# ---- motion_cmd_tx ----
**motion_cmd_tx: cells colored by class**

Fill, decap, tap and diode cells in gray.
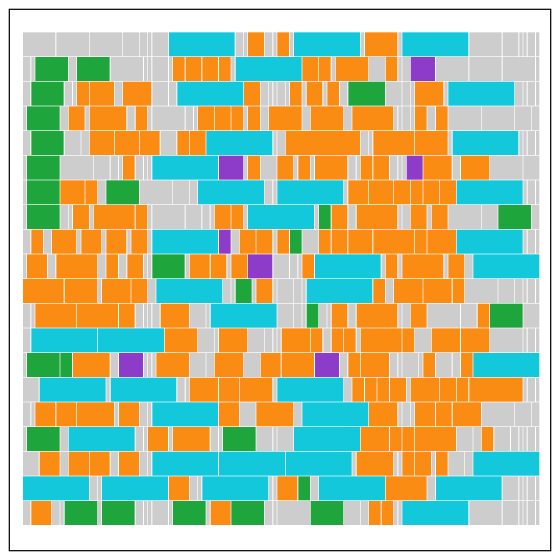

===== src/rtl/motion_pkg.sv =====
// Motion command encoding shared by both ends of the FPGA-Arduino link
// (this transmitter and the manual_mode decoder).
package motion_pkg;

  typedef enum logic [3:0] {
    Stop,
    Forward,
    Backward,
    Left,
    Right,
    Left_forward,
    Right_forward,
    Left_backward,
    Right_backward
  } dir_t;

  localparam logic [7:0] CMD_STOP           = 8'h00;
  localparam logic [7:0] CMD_FORWARD        = 8'h01;
  localparam logic [7:0] CMD_BACKWARD       = 8'h04;
  localparam logic [7:0] CMD_LEFT           = 8'h02;
  localparam logic [7:0] CMD_RIGHT          = 8'h08;
  localparam logic [7:0] CMD_LEFT_FORWARD   = 8'h03;
  localparam logic [7:0] CMD_RIGHT_FORWARD  = 8'h09;
  localparam logic [7:0] CMD_LEFT_BACKWARD  = 8'h06;
  localparam logic [7:0] CMD_RIGHT_BACKWARD = 8'h0C;

  typedef enum logic [1:0] {
    TX_IDLE,
    TX_START,
    TX_DATA,
    TX_STOP
  } tx_state_t;

  function automatic logic [7:0] dir_to_cmd(input dir_t dir);
    case (dir)
      Forward:        return CMD_FORWARD;
      Backward:       return CMD_BACKWARD;
      Left:           return CMD_LEFT;
      Right:          return CMD_RIGHT;
      Left_forward:   return CMD_LEFT_FORWARD;
      Right_forward:  return CMD_RIGHT_FORWARD;
      Left_backward:  return CMD_LEFT_BACKWARD;
      Right_backward: return CMD_RIGHT_BACKWARD;
      default:        return CMD_STOP;
    endcase
  endfunction

endpackage


===== src/rtl/uart_tx_8n1.sv =====
// UART 8N1 transmitter: START/DATA/STOP FSM with a per-bit baud counter.
// The data byte is captured on start and held unchanged for the whole frame.
module uart_tx_8n1
  import motion_pkg::*;
#(
  parameter int CLKS_PER_BIT = 434
) (
  input  logic       clk,
  input  logic       rst_n,
  input  logic       start,
  input  logic [7:0] data,
  output logic       busy,
  output logic       done,
  output logic       tx
);

  localparam int CNT_W = (CLKS_PER_BIT > 1) ? $clog2(CLKS_PER_BIT) : 1;
  localparam logic [CNT_W-1:0] CNT_LAST = CNT_W'(CLKS_PER_BIT - 1);

  tx_state_t        state;
  logic [CNT_W-1:0] baud_cnt;
  logic [2:0]       bit_idx;
  logic [7:0]       shreg;
  logic             bit_end;

  assign bit_end = (baud_cnt == CNT_LAST);
  assign busy    = (state != TX_IDLE);

  always_ff @(posedge clk) begin
    if (!rst_n) begin
      state    <= TX_IDLE;
      baud_cnt <= '0;
      bit_idx  <= '0;
      shreg    <= '0;
      tx       <= 1'b1;
      done     <= 1'b0;
    end else begin
      done     <= 1'b0;
      baud_cnt <= (state == TX_IDLE || bit_end) ? '0 : baud_cnt + CNT_W'(1);
      case (state)
        TX_IDLE: begin
          if (start) begin
            state <= TX_START;
            shreg <= data;
            tx    <= 1'b0;
          end
        end
        TX_START: begin
          if (bit_end) begin
            state <= TX_DATA;
            tx    <= shreg[0];
          end
        end
        TX_DATA: begin
          if (bit_end) begin
            bit_idx <= bit_idx + 3'd1;
            if (bit_idx == 3'd7) begin
              state <= TX_STOP;
              tx    <= 1'b1;
            end else begin
              tx <= shreg[bit_idx + 3'd1];
            end
          end
        end
        TX_STOP: begin
          if (bit_end) begin
            state <= TX_IDLE;
            done  <= 1'b1;
          end
        end
        default: state <= TX_IDLE;
      endcase
    end
  end

endmodule


===== src/rtl/motion_cmd_tx.sv =====
// Encodes the drive direction into a motion command byte and sends it over UART 8N1
// whenever it changes. Define MOTION_TX_HEARTBEAT_EN to also resend it periodically.
module motion_cmd_tx
  import motion_pkg::*;
#(
  parameter int CLK_FREQ     = 50_000_000,
  parameter int BAUD         = 115200,
  parameter int HEARTBEAT_MS = 100
) (
  input  logic       clk,
  input  logic       rst_n,
  input  logic       w,
  input  logic       s,
  input  logic       a,
  input  logic       d,
  input  logic       wa,
  input  logic       wd,
  input  logic       as,
  input  logic       sd,
  output logic       uart_tx,
  output logic       busy,
  output logic       tx_done,
  output logic [7:0] sent_cmd
);

  localparam int CLKS_PER_BIT = CLK_FREQ / BAUD;

  if (CLKS_PER_BIT < 2 || HEARTBEAT_MS < 1) begin : g_bad_cfg
    $error("motion_cmd_tx: CLK_FREQ/BAUD must be >= 2 and HEARTBEAT_MS >= 1");
  end

  dir_t       dir;
  logic [7:0] cmd_q;
  logic [7:0] last_cmd;
  logic [7:0] sent_q;
  logic       start;
  logic       hb_fire;

  always_comb begin
    dir = Stop;
    if      (w)  dir = Forward;
    else if (s)  dir = Backward;
    else if (a)  dir = Left;
    else if (d)  dir = Right;
    else if (wa) dir = Left_forward;
    else if (wd) dir = Right_forward;
    else if (as) dir = Left_backward;
    else if (sd) dir = Right_backward;
  end

  assign start = !busy && ((cmd_q != last_cmd) || hb_fire);

  // last_cmd only moves on a start, so during the tx_done cycle it still holds the
  // byte that just finished; exposing it then makes sent_cmd valid with the pulse.
  assign sent_cmd = tx_done ? last_cmd : sent_q;

  always_ff @(posedge clk) begin
    if (!rst_n) begin
      cmd_q    <= CMD_STOP;
      last_cmd <= CMD_STOP;
      sent_q   <= CMD_STOP;
    end else begin
      cmd_q <= dir_to_cmd(dir);
      if (start)   last_cmd <= cmd_q;
      if (tx_done) sent_q   <= last_cmd;
    end
  end

`ifdef MOTION_TX_HEARTBEAT_EN
  localparam int HB_CYCLES = HEARTBEAT_MS * (CLK_FREQ / 1000);
  localparam int HB_W      = (HB_CYCLES > 1) ? $clog2(HB_CYCLES) : 1;

  logic [HB_W-1:0] hb_cnt;
  logic            hb_due;
  logic            hb_expire;

  // Expiry fires a frame directly when idle; hb_due remembers it across a busy frame.
  assign hb_expire = (hb_cnt == HB_W'(HB_CYCLES - 1));
  assign hb_fire   = hb_due || hb_expire;

  always_ff @(posedge clk) begin
    if (!rst_n) begin
      hb_cnt <= '0;
      hb_due <= 1'b0;
    end else if (start) begin
      hb_cnt <= '0;
      hb_due <= 1'b0;
    end else begin
      hb_cnt <= hb_expire ? '0 : hb_cnt + HB_W'(1);
      if (hb_expire) hb_due <= 1'b1;
    end
  end
`else
  assign hb_fire = 1'b0;
`endif

  uart_tx_8n1 #(
    .CLKS_PER_BIT(CLKS_PER_BIT)
  ) u_uart (
    .clk  (clk),
    .rst_n(rst_n),
    .start(start),
    .data (cmd_q),
    .busy (busy),
    .done (tx_done),
    .tx   (uart_tx)
  );

endmodule


===== config.mk =====
export PLATFORM = sky130hd
export DESIGN_NAME = motion_cmd_tx
export DESIGN_NICKNAME = d
export VERILOG_FILES = /design/src/rtl/motion_pkg.sv /design/src/rtl/uart_tx_8n1.sv /design/src/rtl/motion_cmd_tx.sv
export SDC_FILE = /design/constraint.sdc
export NUM_CORES = 1
export LEC_CHECK = 0
export CAP_MARGIN = 20
export CORE_UTILIZATION = 59
export DETAILED_ROUTE_END_ITERATION = 10
export GPL_TIMING_DRIVEN = 0
export PLACE_DENSITY = 0.83
export SLEW_MARGIN = 30
export SYNTH_ARGS = -nofsm -noshare
export SYNTH_HDL_FRONTEND = slang
export SYNTH_HIERARCHICAL = 1
export SYNTH_SLANG_ARGS = --single-unit
export TNS_END_PERCENT = 1

===== constraint.sdc =====
create_clock -name clk -period 3.9 [get_ports clk]
set_input_delay 0.39 -clock clk [delete_from_list [all_inputs] [get_ports clk]]
set_output_delay 0.39 -clock clk [all_outputs]
set_load 0.01 [all_outputs]

# ---- sim_uart_line_buf ----
==> src/rtl/sim_uart_line_buf.sv <==
// sim_uart_line_buf: line-buffered UART console FIFO that releases whole segments to the host writer.
// Optional build macro UART_LINE_BUF_STRIP_CR_EN: discard incoming carriage returns (8'h0D) instead of storing them.
module sim_uart_line_buf #(
    parameter int DEPTH   = 128,
    parameter int TIMEOUT = 1024
) (
    input  logic        clock,
    input  logic        reset,
    input  logic        in_valid,
    input  logic [7:0]  in_ch,
    output logic        out_valid,
    input  logic        out_ready,
    output logic [7:0]  out_ch,
    output logic        out_last,
    output logic        busy,
    output logic [31:0] overflow_cnt
);
    localparam int AW = $clog2(DEPTH);
    localparam int CW = AW + 1;
    localparam int IW = $clog2(TIMEOUT + 1);
    localparam logic [CW-1:0] FULL = CW'(DEPTH);
    localparam logic [IW-1:0] IDLE_MAX = IW'(TIMEOUT);

    typedef enum logic {FILL, DRAIN} state_t;

    state_t        state_q, state_d;
    logic [7:0]    mem [DEPTH];
    logic [AW-1:0] wr_ptr, rd_ptr;
    logic [CW-1:0] count_q, count_d, seg_left_q, seg_left_d, nl_q, nl_d;
    logic [IW-1:0] idle_q, idle_d;
    logic [31:0]   ovf_d;
    logic          is_cr, push, drop, pop, trigger;

`ifdef UART_LINE_BUF_STRIP_CR_EN
    assign is_cr = in_ch == 8'h0D;
`else
    assign is_cr = 1'b0;
`endif

    // FSM state register
    always_ff @(posedge clock) begin
        if (!reset) state_q <= FILL;
        else        state_q <= state_d;
    end

    // Next state, segment bookkeeping and host-facing outputs; nl tracks stored newlines so a
    // residual line left behind after a drain is flushed without waiting for the idle timeout
    always_comb begin
        state_d    = state_q;
        seg_left_d = seg_left_q;
        out_valid  = state_q == DRAIN;
        busy       = out_valid;
        out_ch     = out_valid ? mem[rd_ptr] : 8'h00;
        out_last   = out_valid && seg_left_q == CW'(1);
        push       = in_valid && !is_cr && count_q != FULL;
        drop       = in_valid && !is_cr && count_q == FULL;
        pop        = out_valid && out_ready;
        count_d    = count_q + CW'(push) - CW'(pop);
        nl_d       = nl_q + CW'(push && in_ch == 8'h0A) - CW'(pop && out_ch == 8'h0A);
        trigger    = (push && in_ch == 8'h0A) || count_d == FULL || nl_q != '0 ||
                     (idle_q == IDLE_MAX && count_q != '0);
        idle_d     = in_valid ? '0 : (count_q != '0 && idle_q != IDLE_MAX) ? idle_q + IW'(1) : idle_q;
        ovf_d      = (drop && overflow_cnt != '1) ? overflow_cnt + 32'd1 : overflow_cnt;
        if (state_q == FILL) begin
            if (trigger) begin
                state_d    = DRAIN;
                seg_left_d = count_d;
            end
        end else if (pop) begin
            seg_left_d = seg_left_q - CW'(1);
            if (seg_left_q == CW'(1)) begin
                state_d = FILL;
                idle_d  = '0;
            end
        end
    end

    // Pointer, occupancy, idle and overflow registers
    always_ff @(posedge clock) begin
        if (!reset) begin
            wr_ptr       <= '0;
            rd_ptr       <= '0;
            count_q      <= '0;
            seg_left_q   <= '0;
            nl_q         <= '0;
            idle_q       <= '0;
            overflow_cnt <= '0;
        end else begin
            if (push) wr_ptr <= wr_ptr + AW'(1);
            if (pop)  rd_ptr <= rd_ptr + AW'(1);
            count_q      <= count_d;
            seg_left_q   <= seg_left_d;
            nl_q         <= nl_d;
            idle_q       <= idle_d;
            overflow_cnt <= ovf_d;
        end
    end

    // Byte storage, written at the write pointer on every accepted push
    always_ff @(posedge clock) begin
        if (push) mem[wr_ptr] <= in_ch;
    end
endmodule
==> config.mk <==
export PLATFORM = sky130hd
export DESIGN_NAME = sim_uart_line_buf
export DESIGN_NICKNAME = d
export VERILOG_FILES = /design/src/rtl/sim_uart_line_buf.sv
export SDC_FILE = /design/constraint.sdc
export NUM_CORES = 1
export LEC_CHECK = 0
export ABC_AREA = 1
export CAP_MARGIN = 0
export CORE_AREA = 4 4 446 360
export DETAILED_ROUTE_END_ITERATION = 8
export DIE_AREA = 0 0 450 364
export DONT_BUFFER_PORTS = 1
export GPL_TIMING_DRIVEN = 0
export PLACE_DENSITY_LB_ADDON = 0.1
export SLEW_MARGIN = 25
export SYNTH_ARGS = -nofsm -noshare
export SYNTH_HDL_FRONTEND = slang
export SYNTH_SLANG_ARGS = --single-unit
export TNS_END_PERCENT = 50
==> constraint.sdc <==
create_clock -name clock -period 4.7 [get_ports clock]
set_clock_uncertainty 0.1 [all_clocks]
set_input_delay 0.94 -clock clock [delete_from_list [all_inputs] [get_ports clock]]
set_output_delay 0.94 -clock clock [all_outputs]
set_load 0.05 [all_outputs]
**motion_cmd_tx: routed metal, one color a layer**

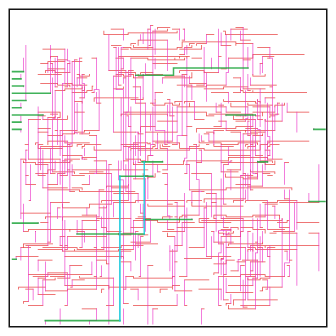
| layer | color | wire length |
|---|---|---|
| M2 | magenta | 1,620 um |
| M3 | green | 112 um |
| M1 | red | 1,580 um |
| M4 | cyan | 40.8 um |

## Picture notes: 'cells colored by class' of motion_cmd_tx
| class | color | cells | share of their area |
|---|---|---|---|
| registers | cyan | 40 | 36% |
| remaining logic cells | orange | 169 | 51% |
| clock drivers and dummy loads | purple | 7 | 2.1% |
| remaining buffers and delay cells | green | 27 | 11% |
number of standard-cell rows in the floorplan: 20
final core utilization: 0.731
register fraction of the total cell area: 0.353
cell area after layout: 2270 um^2

==> flow_metrics.py, motion_cmd_tx <==
# Physical implementation metrics
metrics = {
    "drt": {
        "drt-wirelength-per-cell_um": 11.7,
        "wirelength_um": 3350,
        "dr_total_vias": 1497,
    },
    "power_and_ir_drop": {
        "combinationalPowerShare": 0.368,
        "total_power_uw": 1060,
        "sequentialPowerShare": 0.454,
        "power_density_nw_per_um2": 468,
    },
    "yosys": {
        "mux_area_frac": 0.0858,
        "synth_area_leader_cell": "dfxtp_1",
        "yosysCellCount": 213,
        "post_synth_main_logic_family": "simple AND/OR/NAND/NOR gates",
        "ys_seq_elements": 40,
        "synth.cellmix.compoundShare": 0.105,
        "synth_xor_xnor_area_share": 0.0538,
    },
    "clocking": {
        "ctsResizeCount": 0,
    },
    "grt": {
        "grt_use_met3": 0.0611,
    },
    "cells_and_area": {
        "biggestCellCategory": "combinational gates",
        "buffer_area_frac": 0.104,
    },
    "run_status": {
        "run_status": "completed",
    },
    "worst_setup_path": {
        "worst_r2r_startpoint": "u_uart/state[0]$_SDFFE_PN0P_",
        "critPathArrivalTime_ns": 2.89,
    },
    "timing": {
        "number_of_max_slew_violations_in_the_final_report": 0,
        "setup_slack_ns": 1.26,
    },
    "hold_path": {
        "hold_class": "register to register",
        "whs_path_depth": 2,
    },
}
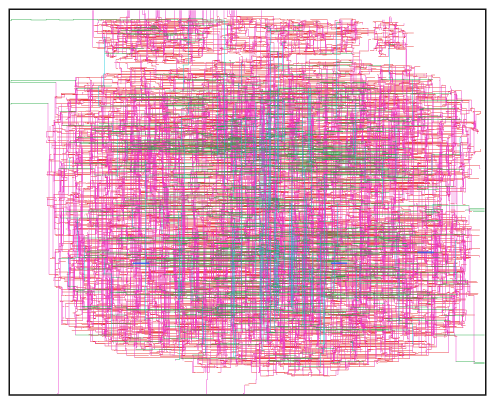
**Above:** sim_uart_line_buf (routed metal, one color a layer).
| layer | color | wire length |
|---|---|---|
| M1 | red | 100 mm |
| M2 | magenta | 87.4 mm |
| M3 | green | 25.5 mm |
| M5 | blue | 41.4 um |
| M4 | cyan | 6,350 um |

==> flow_metrics.py, sim_uart_line_buf <==
# Physical implementation metrics
metrics = {
    "yosys": {
        "yosys_most_used_dff": "edfxtp_1",
        "postSynth.asyncResetShare": 0,
        "post_synth_main_logic_family": "simple AND/OR/NAND/NOR gates",
        "synth_sequential_area_ratio": 0.699,
    },
    "cells_and_area": {
        "largest_register_ff_count": 1024,
        "multiInputCombCellCount": 2686,
        "seq_cell_count": 1113,
    },
    "power_and_ir_drop": {
        "power_combinational_uw": 7170,
        "p_leak_uw": 0.0195,
        "internal_power_uw": 18300,
    },
    "worst_setup_path": {
        "critPathArrivalTime_ns": 3.67,
        "regToRegSetupSlack_ns": 0.11,
    },
    "timing": {
        "setup_slack_ns": -0.0126,
        "finalSetupViolCount": 1,
    },
    "floorplanning": {
        "n_tap_cell": 2046,
    },
    "run_status": {
        "run_status": "complete, but fails checks",
        "violations_in_the_final_reports": "setup timing",
    },
    "grt": {
        "antenna_found_initial": 19,
    },
    "clocking": {
        "ctsResizeCount": 232,
        "cts_inserted_buffers": 118,
    },
}

# ---- wb_regfile ----
**wb_regfile: clock distribution**

Scale bar: 100 um.
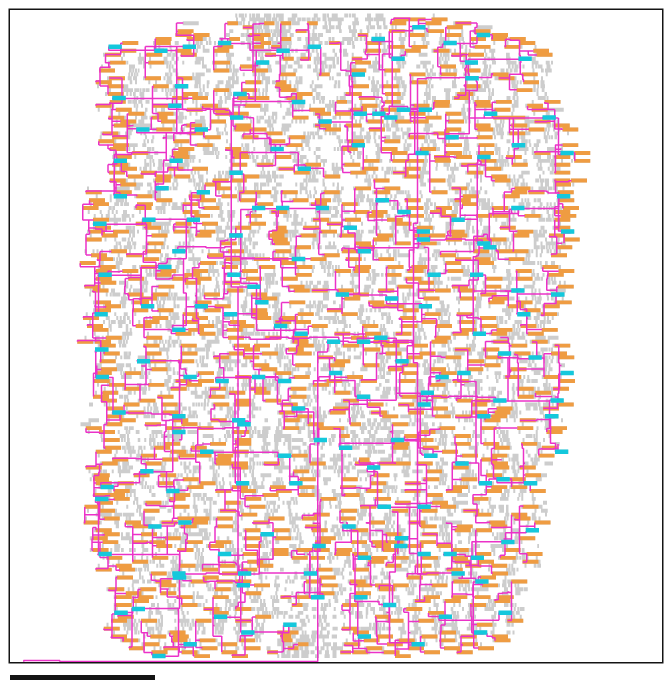
==> src/rtl/wb_regfile_pkg.sv <==
// rtl/wb_regfile_pkg.sv - shared constants and types for the write-back register file
package wb_regfile_pkg;

    localparam int RegBus     = 32;
    localparam int RegAddrBus = 5;
    localparam int RegNum     = 32;

    localparam logic RstEnable    = 1'b1;
    localparam logic WriteEnable  = 1'b1;
    localparam logic WriteDisable = 1'b0;
    localparam logic ReadEnable   = 1'b1;
    localparam logic ReadDisable  = 1'b0;

    localparam logic [RegBus-1:0]     ZeroWord   = '0;
    localparam logic [RegAddrBus-1:0] NopRegAddr = '0;

    typedef logic [RegBus-1:0]     reg_bus_t;
    typedef logic [RegAddrBus-1:0] reg_addr_bus_t;

    typedef struct packed {
        logic          we;
        reg_addr_bus_t waddr;
        reg_bus_t      wdata;
    } wb_req_t;

endpackage

==> src/rtl/wb_regfile_gpr_array.sv <==
// rtl/wb_regfile_gpr_array.sv - general-purpose register storage with one write and two raw read ports
module wb_regfile_gpr_array
    import wb_regfile_pkg::*;
#(
    parameter int DATA_W   = 32,
    parameter int ADDR_W   = 5,
    parameter int NUM_REGS = 32
) (
    input  logic              clk,
    input  logic              rst,
    input  logic              we,
    input  logic [ADDR_W-1:0] waddr,
    input  logic [DATA_W-1:0] wdata,
    input  logic [ADDR_W-1:0] raddr1,
    input  logic [ADDR_W-1:0] raddr2,
    output logic [DATA_W-1:0] rdata1,
    output logic [DATA_W-1:0] rdata2
);

    logic [DATA_W-1:0] r_regs [NUM_REGS];
    logic              w_wr_en;

    // r0 is never written, so its storage stays at the reset value of zero
    assign w_wr_en = (we == WriteEnable) && (waddr != '0);

    always_ff @(posedge clk) begin
        if (rst == RstEnable) begin
            for (int i = 0; i < NUM_REGS; i++) begin
                r_regs[i] <= '0;
            end
        end else if (w_wr_en) begin
            r_regs[waddr] <= wdata;
        end
    end

    assign rdata1 = r_regs[raddr1];
    assign rdata2 = r_regs[raddr2];

endmodule

==> src/rtl/wb_regfile.sv <==
// rtl/wb_regfile.sv - MEM/WB pipeline register plus register file with write-back bypass on both read ports
module wb_regfile
    import wb_regfile_pkg::*;
#(
    parameter int DATA_W   = 32,
    parameter int ADDR_W   = 5,
    parameter int NUM_REGS = 32
) (
    input  logic              clk,
    input  logic              rst,
    input  logic              stall,
    input  logic              flush,
    input  logic [ADDR_W-1:0] mem_waddr,
    input  logic [DATA_W-1:0] mem_wdata,
    input  logic              mem_we,
    input  logic              re1,
    input  logic [ADDR_W-1:0] raddr1,
    output logic [DATA_W-1:0] rdata1,
    input  logic              re2,
    input  logic [ADDR_W-1:0] raddr2,
    output logic [DATA_W-1:0] rdata2,
    output logic [ADDR_W-1:0] wb_waddr_o,
    output logic [DATA_W-1:0] wb_wdata_o,
    output logic              wb_we_o
);

    logic [ADDR_W-1:0] r_wb_waddr;
    logic [DATA_W-1:0] r_wb_wdata;
    logic              r_wb_we;
    logic [DATA_W-1:0] w_raw1;
    logic [DATA_W-1:0] w_raw2;

    // Flush outranks stall so a squashed instruction never lingers in WB
    always_ff @(posedge clk) begin
        if (rst == RstEnable || flush) begin
            r_wb_waddr <= '0;
            r_wb_wdata <= '0;
            r_wb_we    <= WriteDisable;
        end else if (!stall) begin
            r_wb_waddr <= mem_waddr;
            r_wb_wdata <= mem_wdata;
            r_wb_we    <= mem_we;
        end
    end

    wb_regfile_gpr_array #(
        .DATA_W   (DATA_W),
        .ADDR_W   (ADDR_W),
        .NUM_REGS (NUM_REGS)
    ) u_gpr_array (
        .clk    (clk),
        .rst    (rst),
        .we     (r_wb_we),
        .waddr  (r_wb_waddr),
        .wdata  (r_wb_wdata),
        .raddr1 (raddr1),
        .raddr2 (raddr2),
        .rdata1 (w_raw1),
        .rdata2 (w_raw2)
    );

    // Bypass lets decode see the value committing this cycle before it lands in the array
    assign rdata1 = (rst == RstEnable || re1 == ReadDisable || raddr1 == '0) ? '0 :
                    (r_wb_we == WriteEnable && raddr1 == r_wb_waddr) ? r_wb_wdata : w_raw1;

    assign rdata2 = (rst == RstEnable || re2 == ReadDisable || raddr2 == '0) ? '0 :
                    (r_wb_we == WriteEnable && raddr2 == r_wb_waddr) ? r_wb_wdata : w_raw2;

    assign wb_waddr_o = r_wb_waddr;
    assign wb_wdata_o = r_wb_wdata;
    assign wb_we_o    = r_wb_we;

endmodule

==> config.mk <==
export PLATFORM = sky130hd
export DESIGN_NAME = wb_regfile
export DESIGN_NICKNAME = d
export VERILOG_FILES = /design/src/rtl/wb_regfile_pkg.sv /design/src/rtl/wb_regfile_gpr_array.sv /design/src/rtl/wb_regfile.sv
export SDC_FILE = /design/constraint.sdc
export NUM_CORES = 2
export LEC_CHECK = 0
export ABC_AREA = 1
export CORE_UTILIZATION = 30
export CTS_CLUSTER_DIAMETER = 40
export DETAILED_ROUTE_END_ITERATION = 7
export DONT_BUFFER_PORTS = 1
export PLACE_DENSITY = 0.48
export SYNTH_ARGS = -nofsm -noshare
export SYNTH_HDL_FRONTEND = slang
export SYNTH_SLANG_ARGS = --single-unit
==> constraint.sdc <==
create_clock -name clk -period 5.1 [get_ports clk]
set_clock_uncertainty 0.2 [all_clocks]
set_input_delay 0.765 -clock clk [delete_from_list [all_inputs] [get_ports clk]]
set_output_delay 0.765 -clock clk [all_outputs]
set_load 0.03 [all_outputs]
==> flow_metrics.py <==
# Physical implementation metrics
metrics = {
    "run_status": {
        "run_status": "complete, but fails checks",
        "violations_in_the_final_reports": "slew limit, setup timing",
    },
    "power_and_ir_drop": {
        "power.switching_uw": 6690,
    },
    "worst_setup_path": {
        "path_depth": 11,
    },
    "timing": {
        "finalSetupViolCount": 64,
        "number_of_max_slew_violations_in_the_final_report": 975,
        "setup_slack_ns": -2.66,
    },
    "yosys": {
        "netlist_top_cells_area": "edfxtp_1 (51%), nand2_1 (16%), nor2_1 (9.9%)",
        "synth_top_area_share": 0.508,
        "postSynth.asyncResetShare": 0,
    },
    "cells_and_area": {
        "largest_register_ff_count": 1024,
        "share_of_post_route_cells_with_drive_strength_above_1": 0.0775,
        "layout-area-overhead-vs-synth_pct": 15.7,
    },
    "clocking": {
        "clk_pin_slew_ns": 0.04,
    },
    "floorplanning": {
        "chipHeight_um": 451,
    },
    "drt": {
        "drt.antenna.violating_nets": 0,
    },
}
Notes on 'clock distribution' of wb_regfile above:
[flip-flops] orange | count: 1,062
[clock wires] magenta | length: 17,000 um
[clock-net drivers] cyan | count: 175
routed clock nets: 176



==> gallery <==
I/O pins on the die edge.
Pins as bars across the die edge, other pins in gray.
image #1
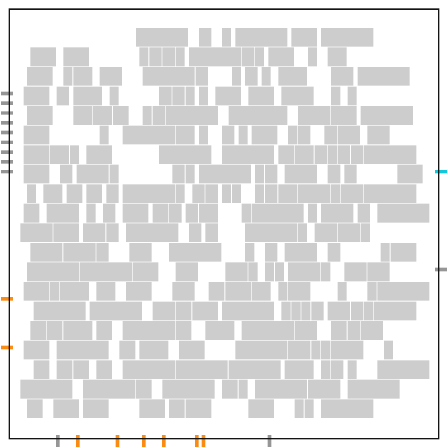
image #2
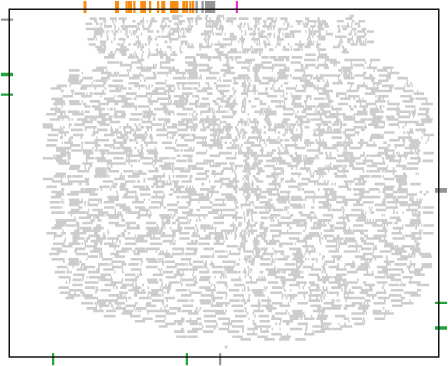
image #3
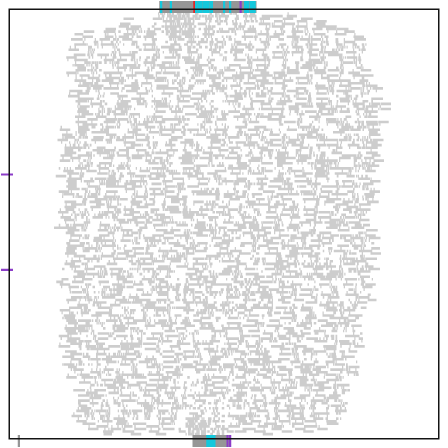
The one with the fewest pins is image #1.
The one with the most pins is image #3.
wb_regfile -> image #3
motion_cmd_tx -> image #1
sim_uart_line_buf -> image #2

